######## lsu_frame_sched ########
==> lsu_frame_sched/class_map.png <==
Scale: 1 px per µm.
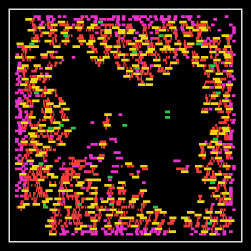

<file path="src/rtl/lrf_pkg.sv">
// rtl/lrf_pkg.sv - shared sizing helpers and state type for the LSU frame scheduler
package lrf_pkg;

  localparam int PIXELS_PER_BEAT = 16;

  typedef enum logic {
    FILL  = 1'b0,
    DRAIN = 1'b1
  } state_t;

  function automatic int mem_depth(input int image_dim, input int pixels_per_beat);
    return (image_dim * image_dim) / pixels_per_beat;
  endfunction

endpackage

</file>
<file path="src/rtl/lsu_out_fifo.sv">
// rtl/lsu_out_fifo.sv - 2-entry output buffer; entry 0 is always the head
module lsu_out_fifo #(
  parameter int WIDTH = 129
) (
  input  logic             clk,
  input  logic             reset,
  input  logic             push,
  input  logic             pop,
  input  logic [WIDTH-1:0] din,
  output logic [WIDTH-1:0] head,
  output logic [1:0]       occ
);

  logic [WIDTH-1:0] e0;
  logic [WIDTH-1:0] e1;

  always_ff @(posedge clk) begin
    if (reset) begin
      occ <= 2'd0;
      e0  <= '0;
      e1  <= '0;
    end else begin
      case ({push, pop})
        2'b10: begin
          if (occ == 2'd0) e0 <= din;
          else e1 <= din;
          occ <= occ + 2'd1;
        end
        2'b01: begin
          e0  <= e1;
          occ <= occ - 2'd1;
        end
        // Simultaneous push and pop keeps occupancy; the new entry lands behind any survivor.
        2'b11: begin
          if (occ == 2'd1) begin
            e0 <= din;
          end else begin
            e0 <= e1;
            e1 <= din;
          end
        end
        default: ;
      endcase
    end
  end

  assign head = e0;

endmodule

</file>
<file path="src/rtl/lsu_frame_sched.sv">
// rtl/lsu_frame_sched.sv - fills one frame into the buffer RAM, then drains it downstream in order
module lsu_frame_sched
  import lrf_pkg::*;
#(
  parameter int IMAGE_DIM       = 512,
  parameter int DATA_WIDTH      = 128,
  parameter int ADDR_WIDTH      = 14,
  parameter int PIXELS_PER_BEAT = lrf_pkg::PIXELS_PER_BEAT
) (
  input  logic                  clk,
  input  logic                  reset,
  input  logic                  s_valid,
  output logic                  s_ready,
  input  logic [DATA_WIDTH-1:0] s_data,
  output logic                  m_valid,
  input  logic                  m_ready,
  output logic [DATA_WIDTH-1:0] m_data,
  output logic                  m_last,
  output logic                  mem_we,
  output logic [ADDR_WIDTH-1:0] mem_waddr,
  output logic [DATA_WIDTH-1:0] mem_wdata,
  output logic                  mem_re,
  output logic [ADDR_WIDTH-1:0] mem_raddr,
  input  logic [DATA_WIDTH-1:0] mem_rdata,
  output logic                  frame_done,
  output logic                  busy
);

  localparam int MEM_DEPTH = mem_depth(IMAGE_DIM, PIXELS_PER_BEAT);
  localparam logic [ADDR_WIDTH-1:0] LAST_W = ADDR_WIDTH'(MEM_DEPTH - 1);
  localparam logic [ADDR_WIDTH:0]   LAST_R = (ADDR_WIDTH + 1)'(MEM_DEPTH - 1);
  localparam logic [ADDR_WIDTH:0]   END_R  = (ADDR_WIDTH + 1)'(MEM_DEPTH);

  state_t state, state_next;

  logic [ADDR_WIDTH-1:0] wcnt;
  logic [ADDR_WIDTH:0]   rcnt;
  logic                  inflight;
  logic                  inflight_last;
  logic                  frame_done_q;
  logic [DATA_WIDTH:0]   fifo_head;
  logic [1:0]            occ;
  logic [2:0]            level;
  logic                  accept;
  logic                  pop;
  logic                  issue;
  logic                  last_pop;

  assign accept   = (state == FILL) && s_valid;
  assign pop      = (occ != 2'd0) && m_ready;
  assign last_pop = pop && fifo_head[0];
  // Entries held plus the read still in flight, after this cycle's pop, must leave room.
  assign level    = {1'b0, occ} + {2'b00, inflight} - {2'b00, pop};
  assign issue    = (state == DRAIN) && (rcnt < END_R) && (level < 3'd2);

  always_ff @(posedge clk) begin
    if (reset) state <= FILL;
    else state <= state_next;
  end

  always_comb begin
    state_next = state;
    case (state)
      FILL:    if (accept && (wcnt == LAST_W)) state_next = DRAIN;
      DRAIN:   if (last_pop) state_next = FILL;
      default: state_next = FILL;
    endcase
  end

  always_comb begin
    s_ready    = (state == FILL);
    busy       = (state == DRAIN);
    mem_we     = accept;
    mem_waddr  = wcnt;
    mem_wdata  = s_data;
    mem_re     = issue;
    mem_raddr  = rcnt[ADDR_WIDTH-1:0];
    m_valid    = (occ != 2'd0);
    m_data     = fifo_head[DATA_WIDTH:1];
    m_last     = fifo_head[0];
    frame_done = frame_done_q;
  end

  always_ff @(posedge clk) begin
    if (reset) begin
      wcnt          <= '0;
      rcnt          <= '0;
      inflight      <= 1'b0;
      inflight_last <= 1'b0;
      frame_done_q  <= 1'b0;
    end else begin
      frame_done_q  <= last_pop;
      inflight      <= issue;
      inflight_last <= issue && (rcnt == LAST_R);
      if (accept) wcnt <= (wcnt == LAST_W) ? '0 : wcnt + 1'b1;
      if (last_pop) rcnt <= '0;
      else if (issue) rcnt <= rcnt + 1'b1;
    end
  end

  lsu_out_fifo #(
    .WIDTH(DATA_WIDTH + 1)
  ) u_out_fifo (
    .clk  (clk),
    .reset(reset),
    .push (inflight),
    .pop  (pop),
    .din  ({mem_rdata, inflight_last}),
    .head (fifo_head),
    .occ  (occ)
  );

endmodule

</file>
<file path="config.mk">
export PLATFORM = sky130hd
export DESIGN_NAME = lsu_frame_sched
export DESIGN_NICKNAME = d
export VERILOG_FILES = /design/src/rtl/lrf_pkg.sv /design/src/rtl/lsu_out_fifo.sv /design/src/rtl/lsu_frame_sched.sv
export SDC_FILE = /design/constraint.sdc
export NUM_CORES = 1
export LEC_CHECK = 0
export ABC_AREA = 1
export CORE_MARGIN = 5
export CORE_UTILIZATION = 29
export CTS_BUF_LIST = sky130_fd_sc_hd__clkbuf_2 sky130_fd_sc_hd__clkbuf_4 sky130_fd_sc_hd__clkbuf_8
export CTS_CLUSTER_DIAMETER = 120
export CTS_CLUSTER_SIZE = 14
export DETAILED_ROUTE_END_ITERATION = 10
export PLACE_DENSITY = 0.57
export SYNTH_ARGS = -nofsm -noshare
export SYNTH_HDL_FRONTEND = slang
export SYNTH_SLANG_ARGS = --single-unit
</file>
<file path="constraint.sdc">
create_clock -name clk -period 4.6 [get_ports clk]
set_clock_uncertainty 0.1 [all_clocks]
set_input_delay 1.15 -clock clk [delete_from_list [all_inputs] [get_ports clk]]
set_output_delay 1.15 -clock clk [all_outputs]
set_load 0.05 [all_outputs]
</file>
######## cap_fifo ########
<file path="config.mk">
export PLATFORM = sky130hd
export DESIGN_NAME = cap_fifo
export DESIGN_NICKNAME = d
export VERILOG_FILES = /design/src/rtl/count_seq_checker_pkg.sv /design/src/rtl/count_seq_checker_cap_fifo.sv
export SDC_FILE = /design/constraint.sdc
export NUM_CORES = 1
export LEC_CHECK = 0
export ABC_AREA = 1
export CAP_MARGIN = 20
export CELL_PAD_IN_SITES_DETAIL_PLACEMENT = 1
export CELL_PAD_IN_SITES_GLOBAL_PLACEMENT = 1
export CORE_ASPECT_RATIO = 0.9
export CORE_MARGIN = 2
export CORE_UTILIZATION = 45
export DETAILED_ROUTE_END_ITERATION = 8
export PLACE_DENSITY = 0.81
export SYNTH_ARGS = -nofsm -noshare
export SYNTH_HDL_FRONTEND = slang
export SYNTH_SLANG_ARGS = --single-unit
</file>
<file path="constraint.sdc">
create_clock -name clk -period 4.5 [get_ports clk]
set_clock_uncertainty 0.15 [all_clocks]
set_input_delay 0.9 -clock clk [delete_from_list [all_inputs] [get_ports clk]]
set_output_delay 0.9 -clock clk [all_outputs]
set_load 0.05 [all_outputs]
</file>
<file path="src/rtl/count_seq_checker_pkg.sv">
// Shared definitions for the count sequence checker: FSM state encoding
// and default widths/depth used by the checker, its FIFO and benches.
package count_seq_checker_pkg;

    typedef enum logic [1:0] {
        ST_IDLE  = 2'd0,
        ST_SYNC  = 2'd1,
        ST_TRACK = 2'd2,
        ST_ERR   = 2'd3
    } state_t;

    localparam int CNT_W_DEF      = 4;
    localparam int WRAP_W_DEF     = 8;
    localparam int FIFO_DEPTH_DEF = 4;

    // Width of one captured timestamp {wrap_cnt, count}.
    function automatic int cap_width(input int cnt_w, input int wrap_w);
        return cnt_w + wrap_w;
    endfunction

endpackage

</file>
<file path="src/rtl/count_seq_checker_cap_fifo.sv">
// Small first-word-fall-through FIFO. The head entry is always visible on
// dout; a write is taken when not full, or when full and popping the same
// edge (the freed head slot is exactly the slot the write pointer targets).
module cap_fifo
    import count_seq_checker_pkg::*;
#(
    parameter int W     = cap_width(CNT_W_DEF, WRAP_W_DEF),
    parameter int DEPTH = FIFO_DEPTH_DEF
) (
    input  logic         clk,
    input  logic         rst_n,
    input  logic         push,
    input  logic [W-1:0] din,
    output logic         full,
    input  logic         pop,
    output logic [W-1:0] dout,
    output logic         empty
);

    localparam int AW = $clog2(DEPTH);

    logic [W-1:0] mem [DEPTH];
    logic [AW:0]  wr_ptr;
    logic [AW:0]  rd_ptr;
    logic         wr_en;
    logic         rd_en;

    assign empty = (wr_ptr == rd_ptr);
    assign full  = (wr_ptr[AW] != rd_ptr[AW]) && (wr_ptr[AW-1:0] == rd_ptr[AW-1:0]);
    assign rd_en = pop && !empty;
    assign wr_en = push && (!full || rd_en);
    assign dout  = mem[rd_ptr[AW-1:0]];

    // Pointer update and storage write; storage cleared so the head reads 0 after reset.
    always_ff @(posedge clk or negedge rst_n) begin
        if (!rst_n) begin
            wr_ptr <= '0;
            rd_ptr <= '0;
            for (int i = 0; i < DEPTH; i++) begin
                mem[i] <= '0;
            end
        end else begin
            if (wr_en) begin
                mem[wr_ptr[AW-1:0]] <= din;
                wr_ptr              <= wr_ptr + 1'b1;
            end
            if (rd_en) begin
                rd_ptr <= rd_ptr + 1'b1;
            end
        end
    end

endmodule

</file>
==> cap_fifo/layers.png <==
Scale: 4 px per µm. Only two layers are drawn.
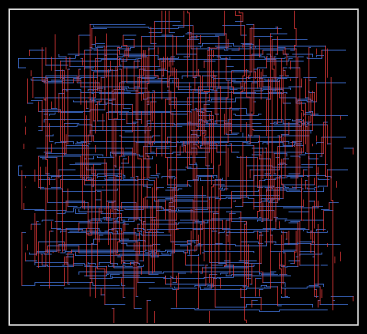
Key: M1 = blue [wire length 3710 µm]; M2 = red [wire length 3760 µm]

==> flow_metrics.py, cap_fifo <==
# Physical implementation metrics
metrics = {
    "clocking": {
        "cts_sinks": 54,
        "cts_buffer_depth": 2,
        "cts_buffers": 5,
        "cts_htree_levels": 2,
        "path_clk_slew_ps": 100,
    },
    "die": {
        "initCoreUtil_pct": 46.0,
        "ios": 30,
    },
    "run_status": {
        "status": "completed",
    },
    "cells_and_area": {
        "sh_comb_area_pct": 39.5,
        "diodes": 0,
        "fin_nets": 366,
        "nonClkBufAreaFrac_pct": 10.1,
        "n_all_inverters": 8,
        "postLayoutCoreUtil_pct": 51.0,
        "nClkBuffers": 6,
        "layout.cells.most_common": "nand2_1",
        "clock_tree_area_fraction_pct": 2.68,
        "logic_gates": 243,
        "logic_area_um2": 1220,
        "ff_count": 54,
    },
    "critical_path": {
        "reg2reg_setup_slack_ps": 1950,
        "cp.depth": 4,
        "crit_family": "buffers and inverters",
        "start_kind": "flip-flop",
        "ff2ff_path_depth": 8,
    },
    "grt": {
        "grt-busiest-layer": "met2",
        "grt_max_degree": 56,
        "grt_pass1_vias": 2501,
    },
    "drt": {
        "drtIter0Drc": 145,
        "wl_met1_mm": 3.71,
        "first_pass_iters": 6,
        "vias": 2426,
    },
    "logic_synthesis": {
        "top_logic_kind": "simple AND/OR/NAND/NOR gates",
        "flop_cell": "dfrtp_1",
        "area_leaders": "dfrtp_1, nand2_1, nand4_1, o21ai_0, buf_6",
        "simple_gate_area_share_pct": 33.5,
        "synth_chip_area_um2": 2780,
        "netlist_area_um2": 2780,
        "xor_share_pct": 0.900,
        "syn_inst": 332,
        "ys_sh_aoi_pct": 7.20,
        "syn-mean-instance-area_um2": 8.37,
    },
    "sta": {
        "setup_ws_ps": 856,
        "fin_crit_sh_pct": 81.0,
    },
    "power_and_ir_drop": {
        "p_seq_share_pct": 32.3,
        "internal-power_mw": 1.31,
        "comb_power_share_pct": 57.3,
        "total_power_mw": 2.67,
    },
    "placement": {
        "dp_hpwl_mm": 4.81,
    },
}
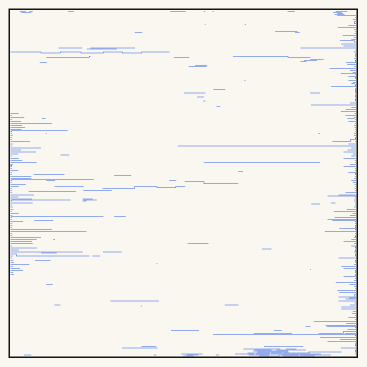
(lsu_frame_sched/m3.png)
Scale: 1.5 px per µm.
The layer holds 7.8% of the routed length. The longest straight run is 119 µm. The wires run mostly horizontal.
wirelength, routed: 41.1 mm
met3 Track Usage GR: 4.70%

Notes on lsu_frame_sched/class_map.png above:
Key: remaining buffers and delay cells = magenta [cells 314, share of their area 20%]; remaining logic cells = red [cells 1272, share of their area 41%]; registers = yellow [cells 293, share of their area 37%]; clock drivers and dummy loads = green [cells 26, share of their area 2.2%]

==> flow_metrics.py, lsu_frame_sched <==
# Physical implementation metrics
metrics = {
    "critical_path": {
        "cp.depth": 11,
        "required_ps": 3350,
        "cpPeakStageDelay_ps": 510,
        "crit_path_start": "m_ready",
        "worst_ep_arrival_time_ps": 3240,
        "cp_slowest_cell": "clkdlybuf4s50_1",
    },
    "cells_and_area": {
        "postLayoutCoreUtil_pct": 34.4,
        "area_delta_synth_final_pct": 18.1,
        "layout.cells.most_common": "inv_1",
        "seq_share_pct": 35.1,
        "layout.cells.non_filler": 2527,
        "flop_area_um2": 5870,
        "n_all_inverters": 431,
        "nClkBuffers": 26,
        "drive_gt1_share_pct": 5.14,
        "nonClkBufAreaFrac_pct": 19.3,
        "logic_gates": 841,
    },
    "grt": {
        "use_met2_pct": 24.0,
        "antenna_found_initial": 3,
        "grt-busiest-layer": "met2",
        "grt_pass1_wl_mm": 64.0,
        "grt_overflow": 0,
    },
    "sta": {
        "finalSetupViolCount": 0,
        "worst_slew_pin_slew_ps": 1200,
        "slew_headroom_pct": 19.9,
        "fin_crit_sh_pct": 97.6,
    },
    "logic_synthesis": {
        "ys_sh_aoi_pct": 28.2,
        "area_leaders": "dfxtp_1, inv_1, buf_4, o21bai_1, o21ai_0",
        "edf_count": 0,
        "floorplan.nets": 2091,
        "synth_top_cell_by_count": "inv_1",
        "yosys.area.top_type": "dfxtp_1",
        "synth.distinct_cells": 34,
        "top_cells_by_count": "inv_1, dfxtp_1, o21ai_0",
        "numSynthFlops": 293,
        "yosysCellCount": 1822,
        "mux_area_share_pct": 0,
        "ys_warn_count": 0,
    },
    "placement": {
        "placedCellCount": 2501,
        "dp_hpwl_mm": 26.9,
        "place_congestion": 0.789,
    },
    "clocking": {
        "cts_resized": 0,
        "cts_buffers": 24,
        "path_clk_slew_ps": 90,
        "ctsHoldBuffers": 0,
        "insertion_delay_ps": 600,
        "cts_sinks": 293,
    },
    "die": {
        "die_w_um": 231,
        "initCoreUtil_pct": 29.1,
        "die_area_um2": 53400,
    },
    "flow_run": {
        "openroad.warnings": 35,
    },
    "drt": {
        "wl_met1_mm": 17.3,
        "met2WireLength_mm": 19.0,
        "wl_per_cell_um": 16.3,
        "drc": 0,
    },
    "power_and_ir_drop": {
        "p_leak_nw": 6.98,
        "internal-power_mw": 3.68,
        "power_switching_mw": 1.88,
    },
    "worst_hold_path": {
        "min-delay-start": "u_out_fifo.e1[53]$_SDFFE_PP0P_",
    },
    "run_status": {
        "status": "completed",
    },
}

## Gallery

Cell outlines without signal wires.
image #1
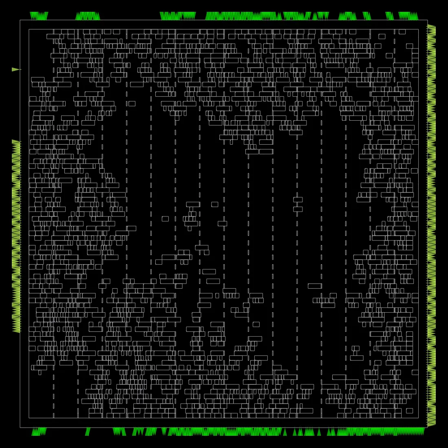
image #2
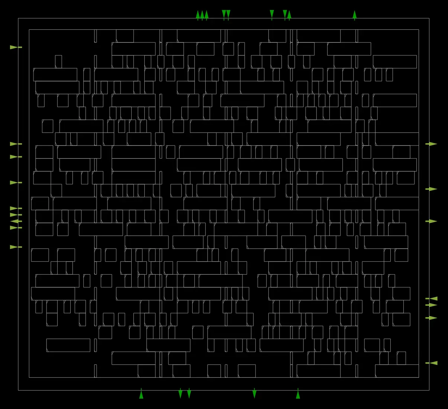
- highest utilization: image #2
cap_fifo -> image #2
lsu_frame_sched -> image #1



==> notes/layouts.md <==
Pictures saved along the way, in no particular order.

Sequential cells coloured by netlist name.
(a)
Scale: 6 px per µm. Other sequential cells in the stronger grey, the rest of the logic in the fainter grey.
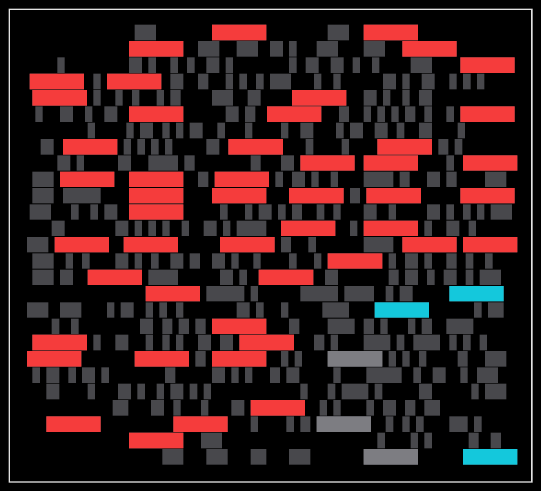
(b)
Scale: 2 px per µm. Other sequential cells in the stronger grey, the rest of the logic in the fainter grey.
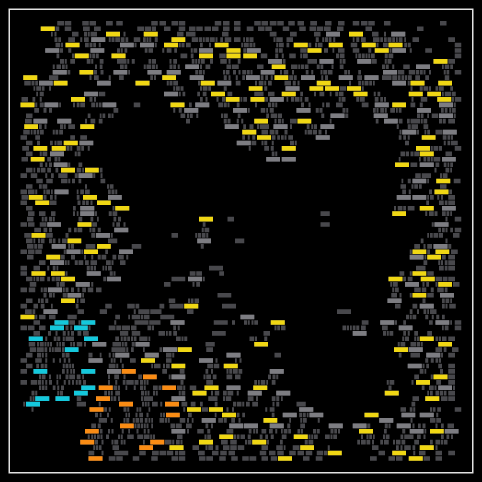
- largest die: (b)
- most cells: (b)
For lsu_frame_sched, see (b).
For cap_fifo, see (a).

Key to (a):
Key: mem = red [sequential cells 48]; rd_ptr = cyan [sequential cells 3]
Another 3 sequential cells are not coloured.

